######## lif_scheduler ########
**src/rtl/lif_pkg.sv**
```systemverilog
// Shared types and constants for the time-multiplexed LIF neuron scheduler.
// Optional refractory behaviour is selected by the LIF_REFRACTORY_EN macro.
package lif_pkg;

    typedef enum logic [1:0] {
        ST_IDLE   = 2'd0,
        ST_UPDATE = 2'd1,
        ST_EMIT   = 2'd2,
        ST_DONE   = 2'd3
    } lif_state_e;

    localparam int MEM_W          = 8;
    localparam int DEF_THRESHOLD  = 127;
    localparam int DEF_LEAK_SHIFT = 1;

endpackage

```
**src/rtl/lif_core.sv**
```systemverilog
// Leak / integrate / saturate / threshold datapath, shared by every neuron.
// Purely combinational; the scheduler feeds it the neuron selected this cycle.
module lif_core
    import lif_pkg::*;
#(
    parameter int THRESHOLD  = DEF_THRESHOLD,
    parameter int LEAK_SHIFT = DEF_LEAK_SHIFT
) (
    input  logic [MEM_W-1:0] cur,
    input  logic [MEM_W-1:0] mem,
    output logic [MEM_W-1:0] sum,
    output logic             fire
);

    logic [MEM_W:0] raw;

    always_comb begin
        raw  = {1'b0, cur} + ({1'b0, mem} >> LEAK_SHIFT);
        sum  = raw[MEM_W] ? {MEM_W{1'b1}} : raw[MEM_W-1:0];
        fire = (int'(sum) >= THRESHOLD);
    end

endmodule

```
**src/rtl/lif_scheduler.sv**
```systemverilog
// Sweeps N_NEURONS LIF neurons through one shared lif_core, one per cycle,
// emitting a handshaked event per spike. LIF_REFRACTORY_EN adds a one-sweep refractory skip.
module lif_scheduler
    import lif_pkg::*;
#(
    parameter int N_NEURONS  = 4,
    parameter int THRESHOLD  = DEF_THRESHOLD,
    parameter int LEAK_SHIFT = DEF_LEAK_SHIFT,
    localparam int IDW       = $clog2(N_NEURONS)
) (
    input  logic                 clk,
    input  logic                 rst,
    input  logic                 cur_wr,
    input  logic [IDW-1:0]       cur_id,
    input  logic [MEM_W-1:0]     cur_data,
    input  logic                 start,
    output logic                 busy,
    output logic                 done,
    output logic                 spike_valid,
    output logic [IDW-1:0]       spike_id,
    input  logic                 spike_ready,
    output logic [N_NEURONS-1:0] spike_vec
);

    lif_state_e state_q, state_d;

    logic [IDW-1:0]       idx_q, idx_d;
    logic [MEM_W-1:0]     mem_q [N_NEURONS];
    logic [MEM_W-1:0]     mem_d [N_NEURONS];
    logic [MEM_W-1:0]     cur_q [N_NEURONS];
    logic [MEM_W-1:0]     cur_d [N_NEURONS];
    logic [N_NEURONS-1:0] spike_vec_q, spike_vec_d;

    logic [MEM_W-1:0] core_sum;
    logic             core_fire;
    logic             refr_now;
    logic             fire_eff;
    logic             last;

    lif_core #(
        .THRESHOLD  (THRESHOLD),
        .LEAK_SHIFT (LEAK_SHIFT)
    ) u_core (
        .cur  (cur_q[idx_q]),
        .mem  (mem_q[idx_q]),
        .sum  (core_sum),
        .fire (core_fire)
    );

`ifdef LIF_REFRACTORY_EN
    logic [N_NEURONS-1:0] refr_q, refr_d;

    assign refr_now = refr_q[idx_q];

    // The flag is rewritten on every update, so a skipped sweep clears it.
    always_comb begin
        refr_d = refr_q;
        if (state_q == ST_UPDATE) refr_d[idx_q] = fire_eff;
    end

    always_ff @(posedge clk) begin
        if (rst) refr_q <= '0;
        else     refr_q <= refr_d;
    end
`else
    assign refr_now = 1'b0;
`endif

    assign fire_eff = core_fire && !refr_now;
    assign last     = (idx_q == IDW'(N_NEURONS - 1));

    // State register
    always_ff @(posedge clk) begin
        if (rst) state_q <= ST_IDLE;
        else     state_q <= state_d;
    end

    // Next-state logic
    always_comb begin
        state_d = state_q;
        case (state_q)
            ST_IDLE:   if (start) state_d = ST_UPDATE;
            ST_UPDATE: begin
                if (fire_eff)  state_d = ST_EMIT;
                else if (last) state_d = ST_DONE;
            end
            ST_EMIT:   if (spike_ready) state_d = last ? ST_DONE : ST_UPDATE;
            ST_DONE:   state_d = ST_IDLE;
            default:   state_d = ST_IDLE;
        endcase
    end

    // Outputs are forced low while reset is held, even before the state flops clear.
    always_comb begin
        busy        = !rst && (state_q == ST_UPDATE || state_q == ST_EMIT);
        done        = !rst && (state_q == ST_DONE);
        spike_valid = !rst && (state_q == ST_EMIT);
        spike_id    = idx_q;
        spike_vec   = spike_vec_q;
    end

    // Datapath: index walk, membrane/current storage, spike flags
    always_comb begin
        idx_d       = idx_q;
        mem_d       = mem_q;
        cur_d       = cur_q;
        spike_vec_d = spike_vec_q;

        case (state_q)
            ST_IDLE: begin
                if (start) begin
                    idx_d       = '0;
                    spike_vec_d = '0;
                end
            end
            ST_UPDATE: begin
                if (fire_eff) begin
                    mem_d[idx_q]       = '0;
                    spike_vec_d[idx_q] = 1'b1;
                end else begin
                    mem_d[idx_q] = refr_now ? '0 : core_sum;
                    if (!last) idx_d = idx_q + 1'b1;
                end
            end
            ST_EMIT: begin
                if (spike_ready && !last) idx_d = idx_q + 1'b1;
            end
            default: idx_d = '0;
        endcase

        // The core already read the old current this cycle, so a same-cycle write is safe.
        if (cur_wr && (int'(cur_id) < N_NEURONS)) cur_d[cur_id] = cur_data;
    end

    always_ff @(posedge clk) begin
        if (rst) begin
            idx_q       <= '0;
            spike_vec_q <= '0;
            mem_q       <= '{default: '0};
            cur_q       <= '{default: '0};
        end else begin
            idx_q       <= idx_d;
            spike_vec_q <= spike_vec_d;
            mem_q       <= mem_d;
            cur_q       <= cur_d;
        end
    end

endmodule

```
**config.mk**
```make
export PLATFORM = sky130hd
export DESIGN_NAME = lif_scheduler
export DESIGN_NICKNAME = d
export VERILOG_FILES = /design/src/rtl/lif_pkg.sv /design/src/rtl/lif_core.sv /design/src/rtl/lif_scheduler.sv
export SDC_FILE = /design/constraint.sdc
export NUM_CORES = 1
export LEC_CHECK = 0
export CAP_MARGIN = 20
export CORE_MARGIN = 2
export CORE_UTILIZATION = 63
export DETAILED_ROUTE_END_ITERATION = 8
export MAX_ROUTING_LAYER = met4
export PLACE_DENSITY_LB_ADDON = 0.2
export SYNTH_ARGS = -nofsm -noshare
export SYNTH_HDL_FRONTEND = slang
export SYNTH_SLANG_ARGS = --single-unit
```
**constraint.sdc**
```tcl
create_clock -name clk -period 5.45 [get_ports clk]
set_input_delay 1.3625 -clock clk [delete_from_list [all_inputs] [get_ports clk]]
set_output_delay 1.3625 -clock clk [all_outputs]
set_load 0.1 [all_outputs]
```
######## ps2_keypad_receiver ########
==> src/rtl/ps2_pkg.sv <==
// Shared PS/2 scan-code constants, receiver state encoding and the keypad map.
package ps2_pkg;

    localparam logic [7:0] SC_EXT = 8'hE0;
    localparam logic [7:0] SC_BRK = 8'hF0;

    localparam logic [7:0] SC_KP0 = 8'h70;
    localparam logic [7:0] SC_KP1 = 8'h69;
    localparam logic [7:0] SC_KP2 = 8'h72;
    localparam logic [7:0] SC_KP3 = 8'h7A;
    localparam logic [7:0] SC_KP4 = 8'h6B;
    localparam logic [7:0] SC_KP5 = 8'h73;
    localparam logic [7:0] SC_KP6 = 8'h74;
    localparam logic [7:0] SC_KP7 = 8'h6C;
    localparam logic [7:0] SC_KP8 = 8'h75;
    localparam logic [7:0] SC_KP9 = 8'h7D;
    localparam logic [7:0] SC_E_LEFT  = 8'h6B;
    localparam logic [7:0] SC_E_RIGHT = 8'h74;

    typedef enum logic {RX_IDLE, RX_SHIFT} rx_state_e;

    typedef struct packed {
        logic       hit;
        logic [3:0] digit;
    } key_map_t;

    // Extended codes only cover the arrow keys that share digit positions 4/6.
    function automatic key_map_t map_key(input logic ext, input logic [7:0] code);
        key_map_t r;
        r.hit   = 1'b1;
        r.digit = 4'd0;
        if (ext) begin
            case (code)
                SC_E_LEFT:  r.digit = 4'd4;
                SC_E_RIGHT: r.digit = 4'd6;
                default:    r.hit   = 1'b0;
            endcase
        end else begin
            case (code)
                SC_KP0:  r.digit = 4'd0;
                SC_KP1:  r.digit = 4'd1;
                SC_KP2:  r.digit = 4'd2;
                SC_KP3:  r.digit = 4'd3;
                SC_KP4:  r.digit = 4'd4;
                SC_KP5:  r.digit = 4'd5;
                SC_KP6:  r.digit = 4'd6;
                SC_KP7:  r.digit = 4'd7;
                SC_KP8:  r.digit = 4'd8;
                SC_KP9:  r.digit = 4'd9;
                default: r.hit   = 1'b0;
            endcase
        end
        return r;
    endfunction

endpackage

==> src/rtl/ps2_frame_rx.sv <==
// PS/2 serial frame receiver: synchronizers, falling-edge detect, bit FSM,
// parity/stop check and inter-edge timeout.
module ps2_frame_rx
    import ps2_pkg::*;
#(
    parameter int TIMEOUT_CYC = 25000
) (
    input  logic       clk,
    input  logic       rst_n,
    input  logic       ps2_clk,
    input  logic       ps2_data,
    output logic [7:0] rx_byte,
    output logic       byte_stb,
    output logic       frame_err
);

    localparam int TO_W = $clog2(TIMEOUT_CYC + 1);

    // clk_sync[2] is the edge-detect history flop behind the 2-flop synchronizer.
    logic [2:0] clk_sync;
    logic [1:0] dat_sync;
    logic       fall;
    logic       bit_in;

    rx_state_e       state, state_d;
    logic [3:0]      bit_cnt, cnt_d;
    logic [7:0]      shreg, sr_d;
    logic            par_bit, par_d;
    logic [TO_W-1:0] to_cnt, to_d;
    logic            stb_d, err_d;

    assign fall    = clk_sync[2] & ~clk_sync[1];
    assign bit_in  = dat_sync[1];
    assign rx_byte = shreg;

    always_ff @(posedge clk) begin
        if (!rst_n) begin
            clk_sync  <= '1;
            dat_sync  <= '1;
            state     <= RX_IDLE;
            bit_cnt   <= '0;
            shreg     <= '0;
            par_bit   <= 1'b0;
            to_cnt    <= '0;
            byte_stb  <= 1'b0;
            frame_err <= 1'b0;
        end else begin
            clk_sync  <= {clk_sync[1:0], ps2_clk};
            dat_sync  <= {dat_sync[0], ps2_data};
            state     <= state_d;
            bit_cnt   <= cnt_d;
            shreg     <= sr_d;
            par_bit   <= par_d;
            to_cnt    <= to_d;
            byte_stb  <= stb_d;
            frame_err <= err_d;
        end
    end

    always_comb begin
        state_d = state;
        cnt_d   = bit_cnt;
        sr_d    = shreg;
        par_d   = par_bit;
        to_d    = to_cnt;
        stb_d   = 1'b0;
        err_d   = 1'b0;
        case (state)
            RX_IDLE: begin
                to_d  = '0;
                cnt_d = '0;
                if (fall && !bit_in) begin
                    state_d = RX_SHIFT;
                    cnt_d   = 4'd1;
                end
            end
            RX_SHIFT: begin
                if (fall) begin
                    to_d  = '0;
                    cnt_d = bit_cnt + 4'd1;
                    if (bit_cnt <= 4'd8) begin
                        sr_d = {bit_in, shreg[7:1]};
                    end else if (bit_cnt == 4'd9) begin
                        par_d = bit_in;
                    end else begin
                        state_d = RX_IDLE;
                        cnt_d   = '0;
                        if ((^shreg ^ par_bit) && bit_in) stb_d = 1'b1;
                        else                              err_d = 1'b1;
                    end
                end else if (to_cnt == TO_W'(TIMEOUT_CYC - 1)) begin
                    state_d = RX_IDLE;
                    cnt_d   = '0;
                    to_d    = '0;
                    err_d   = 1'b1;
                end else begin
                    to_d = to_cnt + TO_W'(1);
                end
            end
            default: state_d = RX_IDLE;
        endcase
    end

endmodule

==> src/rtl/ps2_keypad_receiver.sv <==
// PS/2 keypad front end: scan-code decoder (E0/F0 prefixes) driving a held-key
// level and the last pressed digit.
module ps2_keypad_receiver
    import ps2_pkg::*;
#(
    parameter int TIMEOUT_CYC = 25000
) (
    input  logic       clk,
    input  logic       rst_n,
    input  logic       ps2_clk,
    input  logic       ps2_data,
    output logic       tx_start,
    output logic [3:0] Data,
    output logic       frame_err
);

    logic [7:0] rx_byte;
    logic       byte_stb;
    logic       ext, brk;
    key_map_t   key;

    ps2_frame_rx #(.TIMEOUT_CYC(TIMEOUT_CYC)) u_rx (
        .clk       (clk),
        .rst_n     (rst_n),
        .ps2_clk   (ps2_clk),
        .ps2_data  (ps2_data),
        .rx_byte   (rx_byte),
        .byte_stb  (byte_stb),
        .frame_err (frame_err)
    );

    always_comb key = map_key(ext, rx_byte);

    // A break only releases tx_start when it names the digit currently shown,
    // so rolling from one key to another never produces a low cycle.
    always_ff @(posedge clk) begin
        if (!rst_n) begin
            ext      <= 1'b0;
            brk      <= 1'b0;
            tx_start <= 1'b0;
            Data     <= 4'd0;
        end else if (byte_stb) begin
            if (rx_byte == SC_EXT) begin
                ext <= 1'b1;
            end else if (rx_byte == SC_BRK) begin
                brk <= 1'b1;
            end else begin
                ext <= 1'b0;
                brk <= 1'b0;
                if (key.hit) begin
                    if (!brk) begin
                        Data     <= key.digit;
                        tx_start <= 1'b1;
                    end else if (tx_start && key.digit == Data) begin
                        tx_start <= 1'b0;
                    end
                end
            end
        end
    end

endmodule

==> config.mk <==
export PLATFORM = sky130hd
export DESIGN_NAME = ps2_keypad_receiver
export DESIGN_NICKNAME = d
export VERILOG_FILES = /design/src/rtl/ps2_pkg.sv /design/src/rtl/ps2_frame_rx.sv /design/src/rtl/ps2_keypad_receiver.sv
export SDC_FILE = /design/constraint.sdc
export NUM_CORES = 1
export LEC_CHECK = 0
export CORE_UTILIZATION = 52
export CTS_BUF_LIST = sky130_fd_sc_hd__clkbuf_8
export CTS_CLUSTER_SIZE = 20
export DETAILED_ROUTE_END_ITERATION = 16
export GPL_TIMING_DRIVEN = 0
export PLACE_DENSITY = 0.78
export SLEW_MARGIN = 20
export SYNTH_ARGS = -nofsm -noshare
export SYNTH_HDL_FRONTEND = slang
export SYNTH_SLANG_ARGS = --single-unit
==> constraint.sdc <==
create_clock -name clk -period 2.2 [get_ports clk]
set_input_delay 0.66 -clock clk [delete_from_list [all_inputs] [get_ports clk]]
set_output_delay 0.66 -clock clk [all_outputs]
set_load 0.01 [all_outputs]
######## step_driver ########
--- src/rtl/step_pkg.sv ---
// Shared encodings for the curtain stepper driver: coil phases, bus commands
// and the controller state enum.
package step_pkg;

  localparam logic [3:0] PHASE_0 = 4'b1000;
  localparam logic [3:0] PHASE_1 = 4'b0100;
  localparam logic [3:0] PHASE_2 = 4'b0010;
  localparam logic [3:0] PHASE_3 = 4'b0001;

  localparam logic [3:0] CMD_STOP    = 4'b0000;
  localparam logic [3:0] CMD_RUN_FWD = 4'b1000;
  localparam logic [3:0] CMD_JOG_FWD = 4'b0100;
  localparam logic [3:0] CMD_JOG_REV = 4'b0010;
  localparam logic [3:0] CMD_RUN_REV = 4'b0001;

  typedef enum logic [2:0] {
    ST_IDLE,
    ST_RUN_FWD,
    ST_RUN_REV,
    ST_JOG,
    ST_DEAD
  } state_t;

  function automatic logic [3:0] phase_of(input logic [1:0] idx);
    logic [3:0] p;
    case (idx)
      2'd0:    p = PHASE_0;
      2'd1:    p = PHASE_1;
      2'd2:    p = PHASE_2;
      default: p = PHASE_3;
    endcase
    return p;
  endfunction

  function automatic logic cmd_legal(input logic [3:0] c);
    return (c == CMD_STOP) || (c == CMD_RUN_FWD) || (c == CMD_RUN_REV) ||
           (c == CMD_JOG_FWD) || (c == CMD_JOG_REV);
  endfunction

endpackage

--- src/rtl/step_timer.sv ---
// Step-period prescaler: down-counter reloaded on clear or terminal count,
// producing a one-cycle tick every STEP_DIV enabled cycles.
module step_timer #(
  parameter int STEP_DIV = 50000
) (
  input  logic clk,
  input  logic rst,
  input  logic clr,
  input  logic en,
  output logic tick
);

  localparam int CW = (STEP_DIV > 2) ? $clog2(STEP_DIV) : 1;
  localparam logic [CW-1:0] RELOAD = CW'(STEP_DIV - 1);

  logic [CW-1:0] cnt;

  assign tick = en && (cnt == '0);

  always_ff @(posedge clk) begin
    if (rst || clr) begin
      cnt <= RELOAD;
    end else if (en) begin
      if (cnt == '0) cnt <= RELOAD;
      else           cnt <= cnt - 1'b1;
    end
  end

endmodule

--- src/rtl/step_driver.sv ---
// Curtain stepper phase driver: decodes the bus command, paces steps from
// step_timer, sequences full-step coil phases and tracks position.
//
// state   | meaning
// IDLE    | no motion; coil held (HOLD=1) or released
// RUN_FWD | stepping toward open on every tick
// RUN_REV | stepping toward closed on every tick
// JOG     | one step at the first tick, then IDLE
// DEAD    | one idle step period between opposite run directions
module step_driver
  import step_pkg::*;
#(
  parameter int STEP_DIV = 50000,
  parameter int POS_MAX  = 2000,
  parameter int HOLD     = 1
) (
  input  logic        clk,
  input  logic        rst,
  input  logic [3:0]  bus,
  output logic [3:0]  coil,
  output logic [15:0] pos,
  output logic        busy,
  output logic        at_open,
  output logic        at_closed,
  output logic        cmd_err
);

  localparam logic [15:0] POS_MAX_W = 16'(POS_MAX);
  localparam bit          HOLD_B    = (HOLD != 0);

  state_t      state;
  logic [1:0]  idx;
  logic [3:0]  prev_cmd;
  logic        dead_fwd;
  logic        jog_fwd;

  logic        legal;
  logic [3:0]  cmd;
  logic        tick;
  logic        at_max;
  logic        at_min;
  logic        step_req;
  logic        step_fwd;
  logic [1:0]  idx_step;
  logic [15:0] pos_step;
  logic        landing;

  assign legal  = cmd_legal(bus);
  assign cmd    = legal ? bus : CMD_STOP;
  assign at_max = (pos == POS_MAX_W);
  assign at_min = (pos == 16'd0);
  assign busy   = (state != ST_IDLE);

  step_timer #(.STEP_DIV(STEP_DIV)) u_timer (
    .clk  (clk),
    .rst  (rst),
    .clr  (state == ST_IDLE),
    .en   (state != ST_IDLE),
    .tick (tick)
  );

  // A step is only ever requested when it stays inside [0, POS_MAX].
  always_comb begin
    step_req = 1'b0;
    step_fwd = 1'b0;
    if (tick) begin
      case (state)
        ST_RUN_FWD: begin
          step_req = (cmd == CMD_RUN_FWD) && !at_max;
          step_fwd = 1'b1;
        end
        ST_RUN_REV: step_req = (cmd == CMD_RUN_REV) && !at_min;
        ST_JOG: begin
          step_req = jog_fwd ? !at_max : !at_min;
          step_fwd = jog_fwd;
        end
        default: ;
      endcase
    end
  end

  assign idx_step = step_fwd ? idx + 2'd1 : idx - 2'd1;
  assign pos_step = step_fwd ? pos + 16'd1 : pos - 16'd1;
  assign landing  = step_fwd ? (pos_step == POS_MAX_W) : (pos_step == 16'd0);

  always_ff @(posedge clk) begin
    if (rst) begin
      state     <= ST_IDLE;
      coil      <= 4'b0000;
      idx       <= 2'd0;
      pos       <= 16'd0;
      at_open   <= 1'b0;
      at_closed <= 1'b1;
      cmd_err   <= 1'b0;
      prev_cmd  <= CMD_STOP;
      dead_fwd  <= 1'b0;
      jog_fwd   <= 1'b0;
    end else begin
      cmd_err  <= !legal;
      prev_cmd <= cmd;

      if (step_req) begin
        idx       <= idx_step;
        pos       <= pos_step;
        coil      <= phase_of(idx_step);
        at_open   <= (pos_step == POS_MAX_W);
        at_closed <= (pos_step == 16'd0);
      end

      // Transitions into IDLE come last so the release of the coil overrides
      // the pattern of a landing step when HOLD is off.
      case (state)
        ST_IDLE: begin
          if (cmd == CMD_RUN_FWD && !at_max) begin
            state <= ST_RUN_FWD;
          end else if (cmd == CMD_RUN_REV && !at_min) begin
            state <= ST_RUN_REV;
          end else if (cmd == CMD_JOG_FWD && prev_cmd == CMD_STOP && !at_max) begin
            state   <= ST_JOG;
            jog_fwd <= 1'b1;
          end else if (cmd == CMD_JOG_REV && prev_cmd == CMD_STOP && !at_min) begin
            state   <= ST_JOG;
            jog_fwd <= 1'b0;
          end
        end
        ST_RUN_FWD: begin
          if (tick) begin
            if (step_req) begin
              if (landing) begin
                state <= ST_IDLE;
                if (!HOLD_B) coil <= 4'b0000;
              end
            end else if (cmd == CMD_RUN_REV) begin
              state    <= ST_DEAD;
              dead_fwd <= 1'b0;
            end else begin
              state <= ST_IDLE;
              if (!HOLD_B) coil <= 4'b0000;
            end
          end
        end
        ST_RUN_REV: begin
          if (tick) begin
            if (step_req) begin
              if (landing) begin
                state <= ST_IDLE;
                if (!HOLD_B) coil <= 4'b0000;
              end
            end else if (cmd == CMD_RUN_FWD) begin
              state    <= ST_DEAD;
              dead_fwd <= 1'b1;
            end else begin
              state <= ST_IDLE;
              if (!HOLD_B) coil <= 4'b0000;
            end
          end
        end
        ST_JOG: begin
          if (tick) begin
            state <= ST_IDLE;
            if (!HOLD_B) coil <= 4'b0000;
          end
        end
        ST_DEAD: begin
          if (tick) begin
            if (dead_fwd && cmd == CMD_RUN_FWD && !at_max) begin
              state <= ST_RUN_FWD;
            end else if (!dead_fwd && cmd == CMD_RUN_REV && !at_min) begin
              state <= ST_RUN_REV;
            end else begin
              state <= ST_IDLE;
              if (!HOLD_B) coil <= 4'b0000;
            end
          end
        end
        default: state <= ST_IDLE;
      endcase
    end
  end

endmodule

--- config.mk ---
export PLATFORM = sky130hd
export DESIGN_NAME = step_driver
export DESIGN_NICKNAME = d
export VERILOG_FILES = /design/src/rtl/step_pkg.sv /design/src/rtl/step_timer.sv /design/src/rtl/step_driver.sv
export SDC_FILE = /design/constraint.sdc
export NUM_CORES = 1
export LEC_CHECK = 0
export CAP_MARGIN = 25
export CELL_PAD_IN_SITES_DETAIL_PLACEMENT = 0
export CELL_PAD_IN_SITES_GLOBAL_PLACEMENT = 1
export CORE_MARGIN = 2
export CORE_UTILIZATION = 40
export DETAILED_ROUTE_END_ITERATION = 8
export PLACE_DENSITY = 0.81
export SETUP_SLACK_MARGIN = 0.15
export SLEW_MARGIN = 0
export SYNTH_ARGS = -nofsm -noshare
export SYNTH_HDL_FRONTEND = slang
export SYNTH_SLANG_ARGS = --single-unit
--- constraint.sdc ---
create_clock -name clk -period 4.3 [get_ports clk]
set_input_delay 0.86 -clock clk [delete_from_list [all_inputs] [get_ports clk]]
set_output_delay 0.86 -clock clk [all_outputs]
set_load 0.1 [all_outputs]
######## switch_debounce_flat ########
==> config.mk <==
export PLATFORM = sky130hd
export DESIGN_NAME = switch_debounce_flat
export DESIGN_NICKNAME = d
export VERILOG_FILES = /design/src/rtl/switch_pkg.sv /design/src/rtl/switch_debounce_if.sv /design/src/rtl/sync_2ff.sv /design/src/rtl/switch_debounce.sv /design/src/flat_wrapper.sv
export SDC_FILE = /design/constraint.sdc
export NUM_CORES = 1
export LEC_CHECK = 0
export ABC_AREA = 1
export CAP_MARGIN = 40
export CORE_MARGIN = 3
export CORE_UTILIZATION = 52
export DETAILED_ROUTE_END_ITERATION = 16
export GPL_ROUTABILITY_DRIVEN = 0
export PLACE_DENSITY = 0.8
export SLEW_MARGIN = 40
export SYNTH_ARGS = -nofsm -noshare
export SYNTH_HDL_FRONTEND = slang
export SYNTH_SLANG_ARGS = --single-unit
==> constraint.sdc <==
create_clock -name clock -period 1.9 [get_ports clock]
set_input_delay 0.38 -clock clock [delete_from_list [all_inputs] [get_ports clock]]
set_output_delay 0.38 -clock clock [all_outputs]
set_load 0.01 [all_outputs]
==> src/rtl/switch_pkg.sv <==
`timescale 1ns/1ps
`default_nettype none
// ============================================================================
// Module      : switch_pkg
// Description : Shared types and constants for the DIP-switch read path.
// Revision    : 1.0 - initial release
// ============================================================================
package switch_pkg;

    typedef enum logic [0:0] {
        STABLE = 1'b0,
        SETTLE = 1'b1
    } state_t;

    localparam int SW_WIDTH_MAX            = 24;
    localparam int CHANGED_BIT             = 31;
    localparam int READ_WIDTH              = 32;
    localparam int DEBOUNCE_CYCLES_DEFAULT = 10000;

    // Read word layout: flag on top, 7 reserved zero bits, 24-bit switch field.
    function automatic logic [READ_WIDTH-1:0] pack_read_word(
        input logic                    changed,
        input logic [SW_WIDTH_MAX-1:0] data
    );
        return {changed, 7'b0, data};
    endfunction

endpackage : switch_pkg
`default_nettype wire

==> src/rtl/switch_debounce_if.sv <==
`timescale 1ns/1ps
`default_nettype none
// ============================================================================
// Module      : switch_debounce_if
// Description : Switch pins plus I/O read strobe/select and the read word.
// Revision    : 1.0 - initial release
// ============================================================================
interface switch_debounce_if #(
    parameter int SW_WIDTH = 24
);
    logic [SW_WIDTH-1:0] switch_i;
    logic                ior;
    logic                switchctrl;
    logic [31:0]         ioread_data_switch;
    logic                switch_changed;

    // Controller / board side drives pins and strobes, consumes the read word.
    modport master (
        output switch_i,
        output ior,
        output switchctrl,
        input  ioread_data_switch,
        input  switch_changed
    );

    modport slave (
        input  switch_i,
        input  ior,
        input  switchctrl,
        output ioread_data_switch,
        output switch_changed
    );
endinterface : switch_debounce_if
`default_nettype wire

==> src/rtl/sync_2ff.sv <==
`timescale 1ns/1ps
`default_nettype none
// ============================================================================
// Module      : sync_2ff
// Description : Parameterised two-flop synchroniser, async active-low reset.
// Revision    : 1.0 - initial release
// ============================================================================
module sync_2ff #(
    parameter int WIDTH = 1
) (
    input  logic             clock,
    input  logic             reset,
    input  logic [WIDTH-1:0] d,
    output logic [WIDTH-1:0] q
);
    logic [WIDTH-1:0] r_s1;
    logic [WIDTH-1:0] r_s2;

    always_ff @(posedge clock or negedge reset) begin
        if (!reset) begin
            r_s1 <= '0;
            r_s2 <= '0;
        end else begin
            r_s1 <= d;
            r_s2 <= r_s1;
        end
    end

    assign q = r_s2;

endmodule : sync_2ff
`default_nettype wire

==> src/rtl/switch_debounce.sv <==
`timescale 1ns/1ps
`default_nettype none
// ============================================================================
// Module      : switch_debounce
// Description : Synchronise, vector-debounce and hold DIP switches; expose
//               them as the 32-bit switch read word with a sticky change flag.
// Revision    : 1.0 - initial release
// ============================================================================
module switch_debounce
    import switch_pkg::*;
#(
    parameter int SW_WIDTH        = 24,
    parameter int DEBOUNCE_CYCLES = DEBOUNCE_CYCLES_DEFAULT,
    parameter int CNT_WIDTH       = 20
) (
    input  logic             clock,
    input  logic             reset,
    switch_debounce_if.slave bus
);
    localparam logic [CNT_WIDTH-1:0] c_cnt_last = CNT_WIDTH'(DEBOUNCE_CYCLES - 1);
    localparam logic [CNT_WIDTH-1:0] c_cnt_one  = CNT_WIDTH'(1);

    generate
        if (SW_WIDTH < 1 || SW_WIDTH > SW_WIDTH_MAX) begin : g_bad_sw_width
            $error("switch_debounce: SW_WIDTH must be 1..24");
        end
        if (DEBOUNCE_CYCLES < 1) begin : g_bad_cycles
            $error("switch_debounce: DEBOUNCE_CYCLES must be >= 1");
        end
        if ((64'd1 << CNT_WIDTH) <= 64'(DEBOUNCE_CYCLES)) begin : g_bad_cnt_width
            $error("switch_debounce: CNT_WIDTH too narrow for DEBOUNCE_CYCLES");
        end
    endgenerate

    logic [SW_WIDTH-1:0]  w_s2;
    state_t               r_state;
    state_t               w_state_nxt;
    logic [SW_WIDTH-1:0]  r_cand;
    logic [SW_WIDTH-1:0]  w_cand_nxt;
    logic [CNT_WIDTH-1:0] r_cnt;
    logic [CNT_WIDTH-1:0] w_cnt_nxt;
    logic [SW_WIDTH-1:0]  r_stable;
    logic [SW_WIDTH-1:0]  w_stable_nxt;
    logic                 r_changed;
    logic                 w_changed_nxt;
    logic                 w_commit;
    logic                 w_read;

    sync_2ff #(
        .WIDTH (SW_WIDTH)
    ) u_sync (
        .clock (clock),
        .reset (reset),
        .d     (bus.switch_i),
        .q     (w_s2)
    );

    assign w_read = bus.ior & bus.switchctrl;

    always_ff @(posedge clock or negedge reset) begin
        if (!reset) begin
            r_state   <= STABLE;
            r_cand    <= '0;
            r_cnt     <= '0;
            r_stable  <= '0;
            r_changed <= 1'b0;
        end else begin
            r_state   <= w_state_nxt;
            r_cand    <= w_cand_nxt;
            r_cnt     <= w_cnt_nxt;
            r_stable  <= w_stable_nxt;
            r_changed <= w_changed_nxt;
        end
    end

    always_comb begin
        w_state_nxt  = r_state;
        w_cand_nxt   = r_cand;
        w_cnt_nxt    = r_cnt;
        w_stable_nxt = r_stable;
        w_commit     = 1'b0;

        case (r_state)
            STABLE: begin
                if (w_s2 != r_stable) begin
                    w_cand_nxt  = w_s2;
                    w_cnt_nxt   = '0;
                    w_state_nxt = SETTLE;
                end
            end
            SETTLE: begin
                if (w_s2 == r_stable) begin
                    w_cnt_nxt   = '0;
                    w_state_nxt = STABLE;
                end else if (w_s2 != r_cand) begin
                    // Any bit still bouncing restarts the whole window.
                    w_cand_nxt = w_s2;
                    w_cnt_nxt  = '0;
                end else if (r_cnt == c_cnt_last) begin
                    w_stable_nxt = r_cand;
                    w_commit     = 1'b1;
                    w_cnt_nxt    = '0;
                    w_state_nxt  = STABLE;
                end else begin
                    w_cnt_nxt = r_cnt + c_cnt_one;
                end
            end
            default: begin
                w_state_nxt = STABLE;
            end
        endcase

        // A read coinciding with a commit returned the old value, so set wins.
        w_changed_nxt = r_changed;
        if (w_commit) begin
            w_changed_nxt = 1'b1;
        end else if (w_read) begin
            w_changed_nxt = 1'b0;
        end
    end

    assign bus.ioread_data_switch = pack_read_word(r_changed, SW_WIDTH_MAX'(r_stable));
    assign bus.switch_changed     = r_changed;

endmodule : switch_debounce
`default_nettype wire

==> src/flat_wrapper.sv <==
// flat-port wrapper written by rule: the top's interface ports become plain ports
module switch_debounce_flat import switch_pkg::*;
#(
    parameter int SW_WIDTH        = 24,
    parameter int DEBOUNCE_CYCLES = DEBOUNCE_CYCLES_DEFAULT,
    parameter int CNT_WIDTH       = 20
)
  (clock, reset, bus_switch_i, bus_ior, bus_switchctrl, bus_ioread_data_switch, bus_switch_changed);
  switch_debounce_if #(.SW_WIDTH(SW_WIDTH)) bus_i ();
  input  logic clock;
  input  logic reset;
  input wire logic [$bits(bus_i.switch_i)-1:0] bus_switch_i;
  input wire logic [$bits(bus_i.ior)-1:0] bus_ior;
  input wire logic [$bits(bus_i.switchctrl)-1:0] bus_switchctrl;
  output wire logic [$bits(bus_i.ioread_data_switch)-1:0] bus_ioread_data_switch;
  output wire logic [$bits(bus_i.switch_changed)-1:0] bus_switch_changed;
  assign bus_i.switch_i = bus_switch_i;
  assign bus_i.ior = bus_ior;
  assign bus_i.switchctrl = bus_switchctrl;
  assign bus_ioread_data_switch = bus_i.ioread_data_switch;
  assign bus_switch_changed = bus_i.switch_changed;
  switch_debounce #(.SW_WIDTH(SW_WIDTH), .DEBOUNCE_CYCLES(DEBOUNCE_CYCLES), .CNT_WIDTH(CNT_WIDTH)) u_core (.clock(clock), .reset(reset), .bus(bus_i));
endmodule
==> lif_scheduler/port_nets.png <==
(3 px per µm)
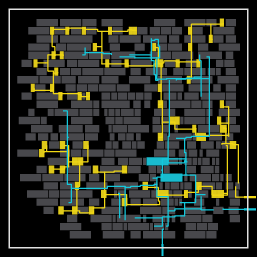
Key: cyan = `spike_id` [bits 2, direction output, edge 1 bottom, 1 right, end cells 2, buffers 3, wire 403 µm]; yellow = `rst` [bits 1, direction input, edge right, end cells 61, buffers 3, wire 455 µm]
IO Pins: 24
port bufs: 23

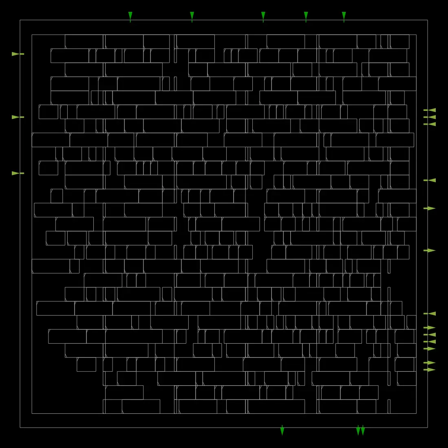
(lif_scheduler/final_placement.png)
Tap Cells: 72
Post-Layout Cell Count: 432
Util after Layout: 0.735
core area: 5470 µm²
# fillers: 383

==> deck_impl_summary.md, lif_scheduler <==
Implementation Results

Floorplanning
  – Init Core Util: 0.648

Logic synthesis
  – Syn nets: 372
  – Commonest cells post-synth: dfxtp_1, nor2_1, mux2i_1
  – Cell accounting for the most synthesized area: dfxtp_1
  – Synthesized instance count: 340
  – Mux share: 0.186

Power and ir drop
  – Flop pwr share: 0.392
  – Net Sw Frac: 0.322
  – Cell Int Power: about 0.00095 W
  – Net Switching: 0.000452 W

Clock tree
  – Clk sinks: just under 70
  – Hold buffers post-CTS: 0
  – Root Buffer: clkbuf_8
  – CTS clock-pin slew for the worst setup and hold paths: 70 ps

Detailed routing
  – DRT Pass-1 Iters: 5
  – Top sig layer: met4

Status
  – Outcome: finished clean

Worst setup path
  – CP startpoint kind: input port
  – RR Startpoint: spike_id[0]
  – CP top delay family: buffers and inverters
  – Arrival time at the worst endpoint: 2720 ps
  – Worst R2R Path Depth: 9

Worst hold path
  – Hold path depth: 2

Layout
  – Comb gate area: 2030 µm²
  – Ant diodes: 0

Final timing
  – Unrepaired setup endpoints after global routing: no
[lif_scheduler: power by group through the flow]
stage	registers (W)	logic (W)	clock network [W]
6_report	0.000549	0.000350	0.000503
5_1_grt	0.000553	0.000382	0.000527
4_1_cts	0.000550	0.000349	0.000510
3_5_place_dp	0.000561	0.000348	0
3_3_place_gp	0.000561	0.000342	0
2_1_floorplan	0.000572	0.000258	0
[lif_scheduler: area by class of cell]
class,count,area share
Clock buffer,10,0.0317
Clock inverter,6,0.0277
Inverter,10,0.00934
Multi-Input combinational cell,238,0.505
Sequential cell,68,0.339
Tap cell,72,0.0224
Timing Repair Buffer,28,0.0647
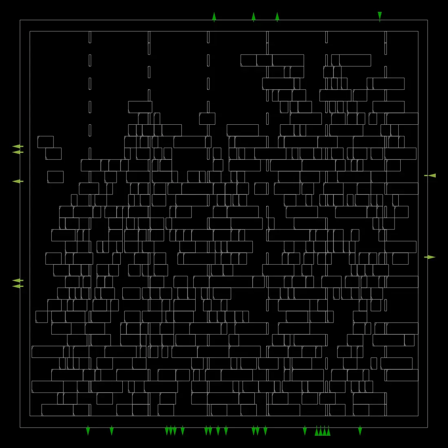
(step_driver/final_placement.png)
core area: 8130 µm²
FFs & Latches: 50
# fillers: 802
Util after Layout: 0.482

==> deck_impl_summary.md, step_driver <==
Implementation Results

Global route
  – GRT met2 Usage: 0.315

Final timing
  – # setup viols final: 0
  – Worst Skew: 19.2 ps
  – Slew Limit Fails: 0
  – Unrepaired setup endpoints after global routing: no
  – Cycle use final: 0.908

Status
  – Outcome: finished clean

Layout
  – Fin nets: around 460
  – Share of cells above drive strength 1: 0.109
  – Seq. cell area: about 1000 µm²
  – P&R area growth vs syn: 18.2%
  – Post-Layout Cell Count: 536
  – Non-clock buffer count: 40

Power and ir drop
  – Combinational power: 0.000192 W
  – Clk pwr share: 0.307
  – Top pwr grp: registers

Worst setup path
  – Worst-path cell chain: inv_1 -> ha_1 -> nor3b_2 -> nand4_4 -> nor3_4 -> clkinvlp_4 -> buf_12 -> ha_1 -> a21o_1 -> a31o_2 -> a21oi_1 -> o211ai_1 -> xor2_1 -> or4_4 -> a2111oi_4 -> o21ai_1
  – WP buf/inv: 3
  – Slowest-stage cell, CP: or4_4
  – Arrival time at the worst endpoint: 4110 ps

Run
  – Max-Cap Viols: 0

Clock tree
  – H-tree depth: 2

Logic synthesis
  – Post-Syn Area: 3320 µm²
  – And+or+nand+nor area frac: 0.283
  – Cell accounting for the most synthesized area: dfxtp_1
  – Avg Cell Area, Syn: 8.34 µm²
  – Top FF cell, synth: dfxtp_1

Detailed routing
  – Met3 wire len: 265 µm
  – Final WL: 8160 µm
  – Via count: 2950
  – Vias per Instance: 5.50
  – DRT Pass-1 Iters: 4
  – DRC violation count after routing: 0

Worst hold path
  – Min-Delay Path Class: reg2reg

Floorplanning
  – Init Core Util: 0.408

Place
  – Gp weighted congestion: around 0.9
-- step_driver: worst paths after layout --
check | start | to | cells past startpoint
worst min register to register | u_timer.cnt[0] | u_timer.cnt[0] | 1
worst max-delay path | u_timer.cnt[0] | state[0] | 16
worst min-delay path | u_timer.cnt[0] | u_timer.cnt[0] | 1
worst max register to register | u_timer.cnt[0] | state[0] | 16
-- step_driver: timing repair --
item,CTS,global route
hold buffers,0,0
gates resized,2,10
setup buffers,2,2
pin swaps,0,3
setup endpoints to repair,4,4
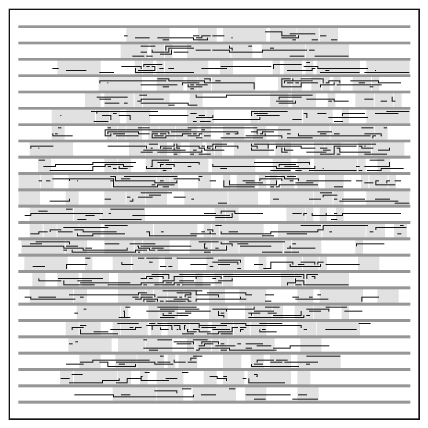
(ps2_keypad_receiver/met1.png)
(6 px per µm) Supply wires on this layer in grey.
The layer holds 48% of the routed length. The wires run mostly horizontal. The layer carries 1880 µm of wire. 249 nets have wire on it. The longest straight run is 20.7 µm.
via count: 1662
final WL: 3940 µm
routing usage on met1: 0.234

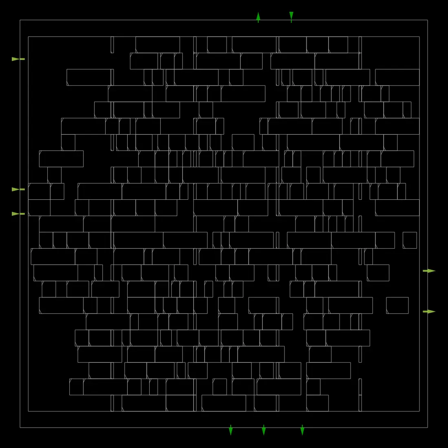
(ps2_keypad_receiver/final_placement.png)
Rows: 23
sequential cell area share: 0.345

==> deck_impl_summary.md, ps2_keypad_receiver <==
Implementation Results

Floorplanning
  – IO Pins: 10
  – Init Core Util: 0.555
  – Die width: around 70 µm
  – Chip area: 4630 µm²

Layout
  – CLK BUF: 5
  – Biggest register: u_rx.to_cnt
  – Signal buffers share of area: 0.0436
  – # fillers: 347
  – Non-clock buffer count: 12
  – Seq. cell area: 861 µm²
  – Most instantiated logic cells after routing: dfxtp_1, nand2_1, nor2_1, ha_1
  – Max FFs per register: 15
  – Most frequent logic cell in the layout: dfxtp_1
  – Post-route cell area: 2490 µm²

Power and ir drop
  – VDD IR-drop max: 0.000390 V
  – Overall Power: between 0.001 and 0.0015 W
  – Combinational power: 0.0000284 W
  – Leakage: 0.898 nW

Final timing
  – Setup TNS Final: 0 ps
  – Slew Limit Fails: 0
  – Final setup margin: 153 ps

Worst setup path
  – Endpoint class of the critical path: register
  – RR Startpoint: u_rx.rx_byte[2]
  – Worst reg2reg setup slack: 240 ps

Global route
  – GR peak layer: met2
  – Largest net degree at the start of global routing: 12
  – Global-route wire length before repair: roughly 6400 µm
  – GRT overflow: 0

Status
  – Outcome: finished clean

Detailed routing
  – Routed Antenna Nets: 0
  – Met3 wire len: 124 µm
  – Top sig layer: met4
  – WL/cell: approximately 13 µm
  – Metal-1 WL: 1880 µm
  – Met2 routed WL: 1920 µm

Logic synthesis
  – Avg Cell Area, Syn: 9.50 µm²
  – Most common cell in the synthesized netlist: dfxtp_1
  – Post-synth seq share: 0.379

Clock tree
  – Root Buffer: clkbuf_8
  – Deepest clock path buffer count: 2
  – CTS clock-pin slew for the worst setup and hold paths: 70 ps
  – Post-CTS setup buffers: 0

Run
  – OpenROAD warning count: 36

Place
  – HPWL Detailed: 2910 µm
-- ps2_keypad_receiver: cells by family (layout without fill, tap and decap cells) --
| logic type | after synthesis | in the layout | synth area share |
|---|---|---|---|
| compound gates | 36 | 36 | 0.129 |
| xor+xnor | 18 | 18 | 0.0755 |
| fa+ha+maj | 16 | 16 | 0.0882 |
| buf+inv | 14 | 29 | 0.0265 |
| flops | 43 | 43 | 0.379 |
| mux | 13 | 13 | 0.0579 |
| simple gates | 99 | 99 | 0.244 |
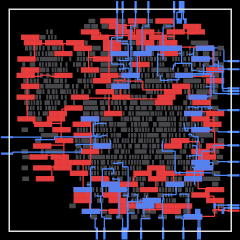
(switch_debounce_flat/port_nets.png)
(2 px per µm)
Key: blue = `bus_ioread_data_switch` [bits 32, direction output, edge 12 right, 10 bottom, 8 top, 2 left, end cells 32, buffers 25, wire 1110 µm]; red = `reset` [bits 1, direction input, edge right, end cells 118, buffers 5, wire 806 µm]

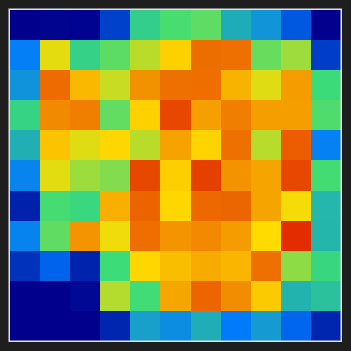
(switch_debounce_flat/density.png)
(3 px per µm) 11 x 11 tiles, from dark blue (low) to red (high), 0 to 100% covered.
8.3% of the tiles are nearly empty. 43% of the tiles are over 75% full. The fullest tile reaches 95%. The emptiest ninth of the die: bottom left. The densest ninth of the die: middle.

==> deck_impl_summary.md, switch_debounce_flat <==
Implementation Results

Detailed routing
  – First DRT Iteration DRCs: 375
  – Met2 routed WL: about 6900 µm
  – Vias per Instance: 5.19

Global route
  – Largest net degree at the start of global routing: approximately 42
  – Initial antenna violation count: 0
  – Tot GR Track Use: 0.231
  – Global-route wire length before repair: 21500 µm
  – GR peak layer: met2

Floorplanning
  – Core area: roughly 10000 µm²

Final timing
  – Worst Skew: 7.69 ps
  – Max Fclk: 0.536 GHz
  – Minimum clock period: 1870 ps
  – Hold Vio Cnt, Final: 0
  – # setup viols final: 0
  – Slew Limit Fails: 0

Logic synthesis
  – Top FF cell, synth: dfrtp_1
  – Commonest cells post-synth: nand2_1, dfrtp_1, inv_1
  – Fa+ha+maj area frac: 0.00222
  – Top cell type's share of synthesized area: 0.523
  – Largest cells by area: dfrtp_1, nand2_1, inv_1, nor2_1, nand3_1

Worst setup path
  – Crit path launch: u_core.u_sync.q[1]
  – Worst setup path endpoint: u_core.r_stable[13]

Layout
  – FFs & Latches: roughly 120
  – Top class by area: flip-flops and latches
  – Seq. cell area: 2950 µm²
  – Util after Layout: 0.680
  – P&R area growth vs syn: 26.0%

Power and ir drop
  – Leakage: around 3.7 nW

Clock tree
  – Deepest clock path buffer count: 2
  – Skew-Pair Late Insertion Delay: 520 ps
  – Clk sinks: between 100 and 150

Place
  – HPWL Detailed: about 8600 µm
  – Port bufs: 53

Status
  – Outcome: finished clean
==> switch_debounce_flat: sequential cells by signal, summed over array words and instances (netlist names) <==
name                       count
u_core.r_cand                 24
u_core.u_sync.q               24
u_core.r_cnt                  20
u_core.bus.switch_changed      1
u_core.r_state                 1
u_core.r_stable               24
u_core.u_sync.r_s1            24
==> switch_debounce_flat: where the power goes <==
group	leakage, nW	switching [W]	total (W)	internal, W
combinational	2.01	0.000189	0.000333	0.000144
clock	0.258	0.00108	0.00285	0.00177
sequential	1.48	0.0000746	0.00267	0.00259

==> gallery <==
Cells coloured by class.
image #1
(4 px per µm)
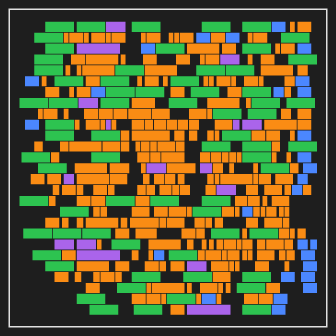
image #2
(6 px per µm)
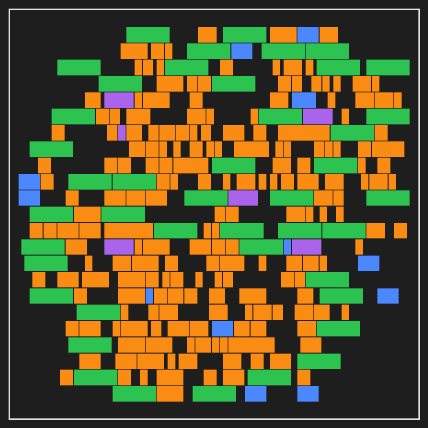
image #3
(3 px per µm)
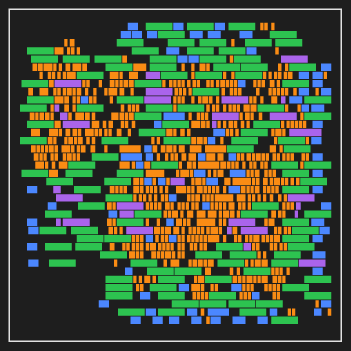
image #4
(4 px per µm)
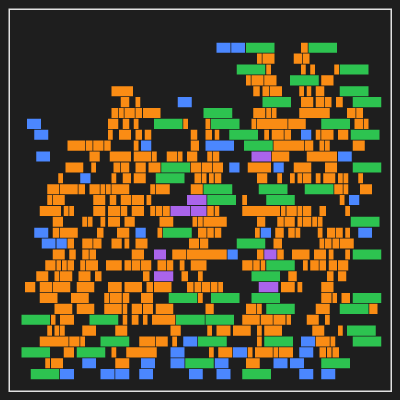
switch_debounce_flat is image #3.
lif_scheduler is image #1.
ps2_keypad_receiver is image #2.
step_driver is image #4.


######## seq_enumerator ########
--- src/rtl/seq_enumerator_pkg.sv ---
// Shared types and helpers for the sequence enumerator.
// Holds the FSM state encoding and digit-slicing arithmetic.
package seq_enumerator_pkg;

    typedef enum logic [1:0] {
        IDLE,
        ISSUE,
        WAIT_RESULT,
        DONE
    } state_t;

    // Low bit of position p in a packed digit vector of stride w
    function automatic int act_lo(input int p, input int w);
        return p * w;
    endfunction

    // Number of sequences in a full pass: n^d
    function automatic int total_seqs(input int n, input int d);
        int t;
        t = 1;
        for (int i = 0; i < d; i++) begin
            t = t * n;
        end
        return t;
    endfunction

endpackage

--- src/rtl/seq_odometer.sv ---
// DEPTH-digit mixed-radix counter; position 0 is the most significant digit.
// Supports clear, increment with carry, an all-max flag and a digit read port.
module seq_odometer
    import seq_enumerator_pkg::*;
#(
    parameter int NUM_ACTIONS = 3,
    parameter int DEPTH       = 2,
    parameter int ACTION_W    = 2,
    parameter int POS_W       = 1
) (
    input  logic                      clock,
    input  logic                      reset,
    input  logic                      clear,
    input  logic                      incr,
    input  logic [POS_W-1:0]          sel,
    output logic [ACTION_W-1:0]       digit,
    output logic [DEPTH*ACTION_W-1:0] digits,
    output logic                      all_max
);

    localparam logic [ACTION_W-1:0] MAXD = ACTION_W'(NUM_ACTIONS - 1);

    logic [DEPTH*ACTION_W-1:0] digs;
    logic [DEPTH*ACTION_W-1:0] nxt;
    logic [ACTION_W-1:0]       cur;
    logic                      carry;

    // Ripple increment from the least-significant digit upward
    always_comb begin
        nxt   = digs;
        cur   = '0;
        carry = 1'b1;
        for (int p = DEPTH - 1; p >= 0; p--) begin
            cur = digs[act_lo(p, ACTION_W) +: ACTION_W];
            if (carry) begin
                if (cur == MAXD) begin
                    nxt[act_lo(p, ACTION_W) +: ACTION_W] = '0;
                end else begin
                    nxt[act_lo(p, ACTION_W) +: ACTION_W] = cur + ACTION_W'(1);
                    carry = 1'b0;
                end
            end
        end
    end

    // Digit select and terminal-count detection
    always_comb begin
        digit   = '0;
        all_max = 1'b1;
        for (int p = 0; p < DEPTH; p++) begin
            if (sel == POS_W'(p)) begin
                digit = digs[act_lo(p, ACTION_W) +: ACTION_W];
            end
            if (digs[act_lo(p, ACTION_W) +: ACTION_W] != MAXD) begin
                all_max = 1'b0;
            end
        end
    end

    // Digit register; clear takes priority over increment
    always_ff @(posedge clock) begin
        if (reset) begin
            digs <= '0;
        end else if (clear) begin
            digs <= '0;
        end else if (incr) begin
            digs <= nxt;
        end
    end

    assign digits = digs;

endmodule

--- src/rtl/seq_enumerator.sv ---
// Exhaustive action-sequence enumerator feeding a property-check harness.
// Streams each sequence over valid/ready, then waits for a pass/fail verdict.
module seq_enumerator
    import seq_enumerator_pkg::*;
#(
    parameter int NUM_ACTIONS = 3,
    parameter int DEPTH       = 2,
    parameter int ACTION_W    = 2,
    parameter int COUNT_W     = 16
) (
    input  logic                      clock,
    input  logic                      reset,
    input  logic                      start,
    output logic                      act_valid,
    input  logic                      act_ready,
    output logic [ACTION_W-1:0]       act_id,
    output logic                      act_first,
    output logic                      act_last,
    input  logic                      result_valid,
    input  logic                      result_pass,
    output logic                      busy,
    output logic                      done,
    output logic                      failed,
    output logic [COUNT_W-1:0]        seq_count,
    output logic [COUNT_W-1:0]        fail_seq_idx,
    output logic [DEPTH*ACTION_W-1:0] fail_actions
);

    localparam int POS_W = (DEPTH > 1) ? $clog2(DEPTH) : 1;
    localparam logic [POS_W-1:0] LAST_POS = POS_W'(DEPTH - 1);

    state_t                    state;
    state_t                    state_next;
    logic [POS_W-1:0]          pos;
    logic                      od_clear;
    logic                      od_incr;
    logic                      accept;
    logic                      verdict;
    logic                      is_last;
    logic                      all_max;
    logic [DEPTH*ACTION_W-1:0] digits;

    seq_odometer #(
        .NUM_ACTIONS(NUM_ACTIONS),
        .DEPTH      (DEPTH),
        .ACTION_W   (ACTION_W),
        .POS_W      (POS_W)
    ) u_odometer (
        .clock  (clock),
        .reset  (reset),
        .clear  (od_clear),
        .incr   (od_incr),
        .sel    (pos),
        .digit  (act_id),
        .digits (digits),
        .all_max(all_max)
    );

    assign is_last = (pos == LAST_POS);

    // State register
    always_ff @(posedge clock) begin
        if (reset) begin
            state <= IDLE;
        end else begin
            state <= state_next;
        end
    end

    // Next-state decode and handshake outputs
    always_comb begin
        state_next = state;
        od_clear   = 1'b0;
        od_incr    = 1'b0;
        accept     = 1'b0;
        verdict    = 1'b0;
        act_valid  = 1'b0;
        act_first  = 1'b0;
        act_last   = 1'b0;
        busy       = 1'b0;
        done       = 1'b0;
        unique case (state)
            IDLE, DONE: begin
                done = (state == DONE);
                if (start) begin
                    od_clear   = 1'b1;
                    state_next = ISSUE;
                end
            end
            ISSUE: begin
                busy      = 1'b1;
                act_valid = 1'b1;
                act_first = (pos == '0);
                act_last  = is_last;
                if (act_ready) begin
                    accept = 1'b1;
                    if (is_last) begin
                        state_next = WAIT_RESULT;
                    end
                end
            end
            WAIT_RESULT: begin
                busy = 1'b1;
                if (result_valid) begin
                    verdict = 1'b1;
                    if (!result_pass || all_max) begin
                        state_next = DONE;
                    end else begin
                        od_incr    = 1'b1;
                        state_next = ISSUE;
                    end
                end
            end
            default: state_next = IDLE;
        endcase
    end

    // Position counter and verdict bookkeeping
    always_ff @(posedge clock) begin
        if (reset) begin
            pos          <= '0;
            seq_count    <= '0;
            failed       <= 1'b0;
            fail_seq_idx <= '0;
            fail_actions <= '0;
        end else if (od_clear) begin
            pos          <= '0;
            seq_count    <= '0;
            failed       <= 1'b0;
            fail_seq_idx <= '0;
            fail_actions <= '0;
        end else begin
            if (accept) begin
                pos <= is_last ? '0 : pos + POS_W'(1);
            end
            if (verdict) begin
                seq_count <= seq_count + COUNT_W'(1);
                if (!result_pass) begin
                    failed       <= 1'b1;
                    fail_seq_idx <= seq_count;
                    fail_actions <= digits;
                end
            end
        end
    end

endmodule
--- config.mk ---
export PLATFORM = sky130hd
export DESIGN_NAME = seq_enumerator
export DESIGN_NICKNAME = d
export VERILOG_FILES = /design/src/rtl/seq_enumerator_pkg.sv /design/src/rtl/seq_odometer.sv /design/src/rtl/seq_enumerator.sv
export SDC_FILE = /design/constraint.sdc
export NUM_CORES = 1
export LEC_CHECK = 0
export ABC_AREA = 1
export CORE_UTILIZATION = 30
export CTS_CLUSTER_DIAMETER = 60
export DETAILED_ROUTE_END_ITERATION = 8
export GPL_ROUTABILITY_DRIVEN = 1
export SKIP_CTS_REPAIR_TIMING = 1
export SYNTH_ARGS = -nofsm -noshare
export SYNTH_HDL_FRONTEND = slang
export SYNTH_SLANG_ARGS = --single-unit
--- constraint.sdc ---
create_clock -name clock -period 1.74 [get_ports clock]
set_input_delay 0.348 -clock clock [delete_from_list [all_inputs] [get_ports clock]]
set_output_delay 0.348 -clock clock [all_outputs]
set_load 0.05 [all_outputs]
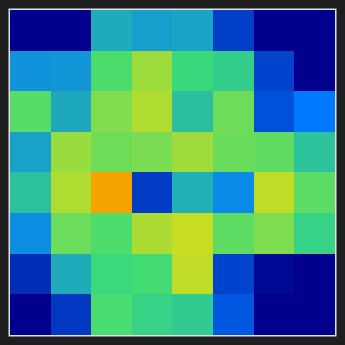
(seq_enumerator/density.png)
(4 px per µm) 8 x 8 tiles, from dark blue (low) to red (high), 0 to 100% covered.
The mean over all tiles is 38%. 16% of the tiles are nearly empty. The emptiest ninth of the die: top right.

## power by group
part	internal [W]	switching, W	total (W)
combinational	0.000353	0.000561	0.000914
clock	0.000426	0.000348	0.000774
sequential	0.00107	0.0000577	0.00113
total	0.00185	0.000967	0.00282
## registers in the layout, summed over array words and instances (netlist names)
name               cells
fail_actions           4
u_odometer.digits      4
is_last                1
seq_count             16
state                  2
fail_seq_idx          16
failed                 1
==> deck_impl_summary.md <==
Implementation Results

Status
  – Outcome: finished clean

Layout
  – Inverters: 33
  – CLK BUF: 6
  – Share of cells above drive strength 1: 0.227
  – Fin nets: 318
  – Clk cell area share: 0.0415
  – Most instantiated logic cells after routing: dfxtp_1, nand2_1, buf_4, nor2_1, a21oi_1
  – Util after Layout: 0.432

Detailed routing
  – Final WL: 4190 µm
  – Metal-1 WL: 1980 µm
  – Vias per Instance: 4.45
  – DRT Pass-1 Iters: 4
  – Via count: roughly 1700
  – Met3 wire len: 230 µm

Run
  – OpenROAD warning count: 30
  – Max-Cap Viols: 0

Worst setup path
  – WP buf/inv: 3
  – Worst-path cell chain: inv_1 -> ha_1 -> inv_2 -> buf_12
  – CP startpoint kind: register
  – Largest stage delay, worst path: 390 ps
  – Worst R2R Path Depth: 6
  – Critical path peak fanout: 4
  – Setup CP Type: reg2out

Worst hold path
  – Min-Delay Path Class: reg2reg

Logic synthesis
  – Commonest cells post-synth: dfxtp_1, nand2_1, nor2_1
  – Synthesized instance count: 255
  – Post-Syn Area: 1880 µm²
  – Top cell type's share of synthesized area: 0.467
  – Post-synth seq share: 0.467

Floorplanning
  – Die width: 81.3 µm
  – Tap Cells: 75

Global route
  – GRT overflow: 0
  – GR peak layer: met2
  – GRT met2 Usage: 0.229

Final timing
  – Minimum clock period: 1660 ps
  – Setup TNS Final: 0 ps

Power and ir drop
  – PwrDens: 1090 nW/µm²

Clock tree
  – CTS clock-pin slew for the worst setup and hold paths: 80 ps
  – Root Buffer: clkbuf_8

Place
  – Placed Instances: 376
  – Post-DP Area: 2460 µm²
  – HPWL Detailed: approximately 3100 µm


==> layout pictures side by side <==
Wires at chosen ports, followed through buffers.
Plate I
(3 px per µm)
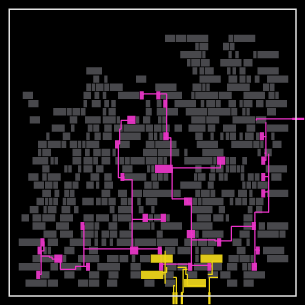
Plate II
(4 px per µm)
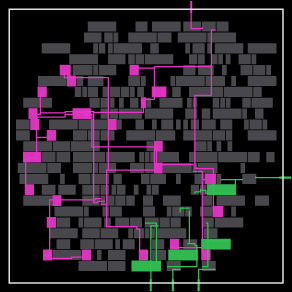
Plate III
(3 px per µm)
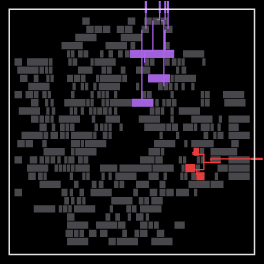
For step_driver, see Plate I.
For ps2_keypad_receiver, see Plate II.
For seq_enumerator, see Plate III.
Of these, largest die: Plate I
Of these, smallest die: Plate II

Key to Plate III:
Key: purple = `fail_actions` [bits 4, direction output, edge top, end cells 4, buffers 4, wire 97.2 µm]; red = `reset` [bits 1, direction input, edge right, end cells 3, buffers 1, wire 35.1 µm]

Power is estimated from default activity; no workload was simulated.
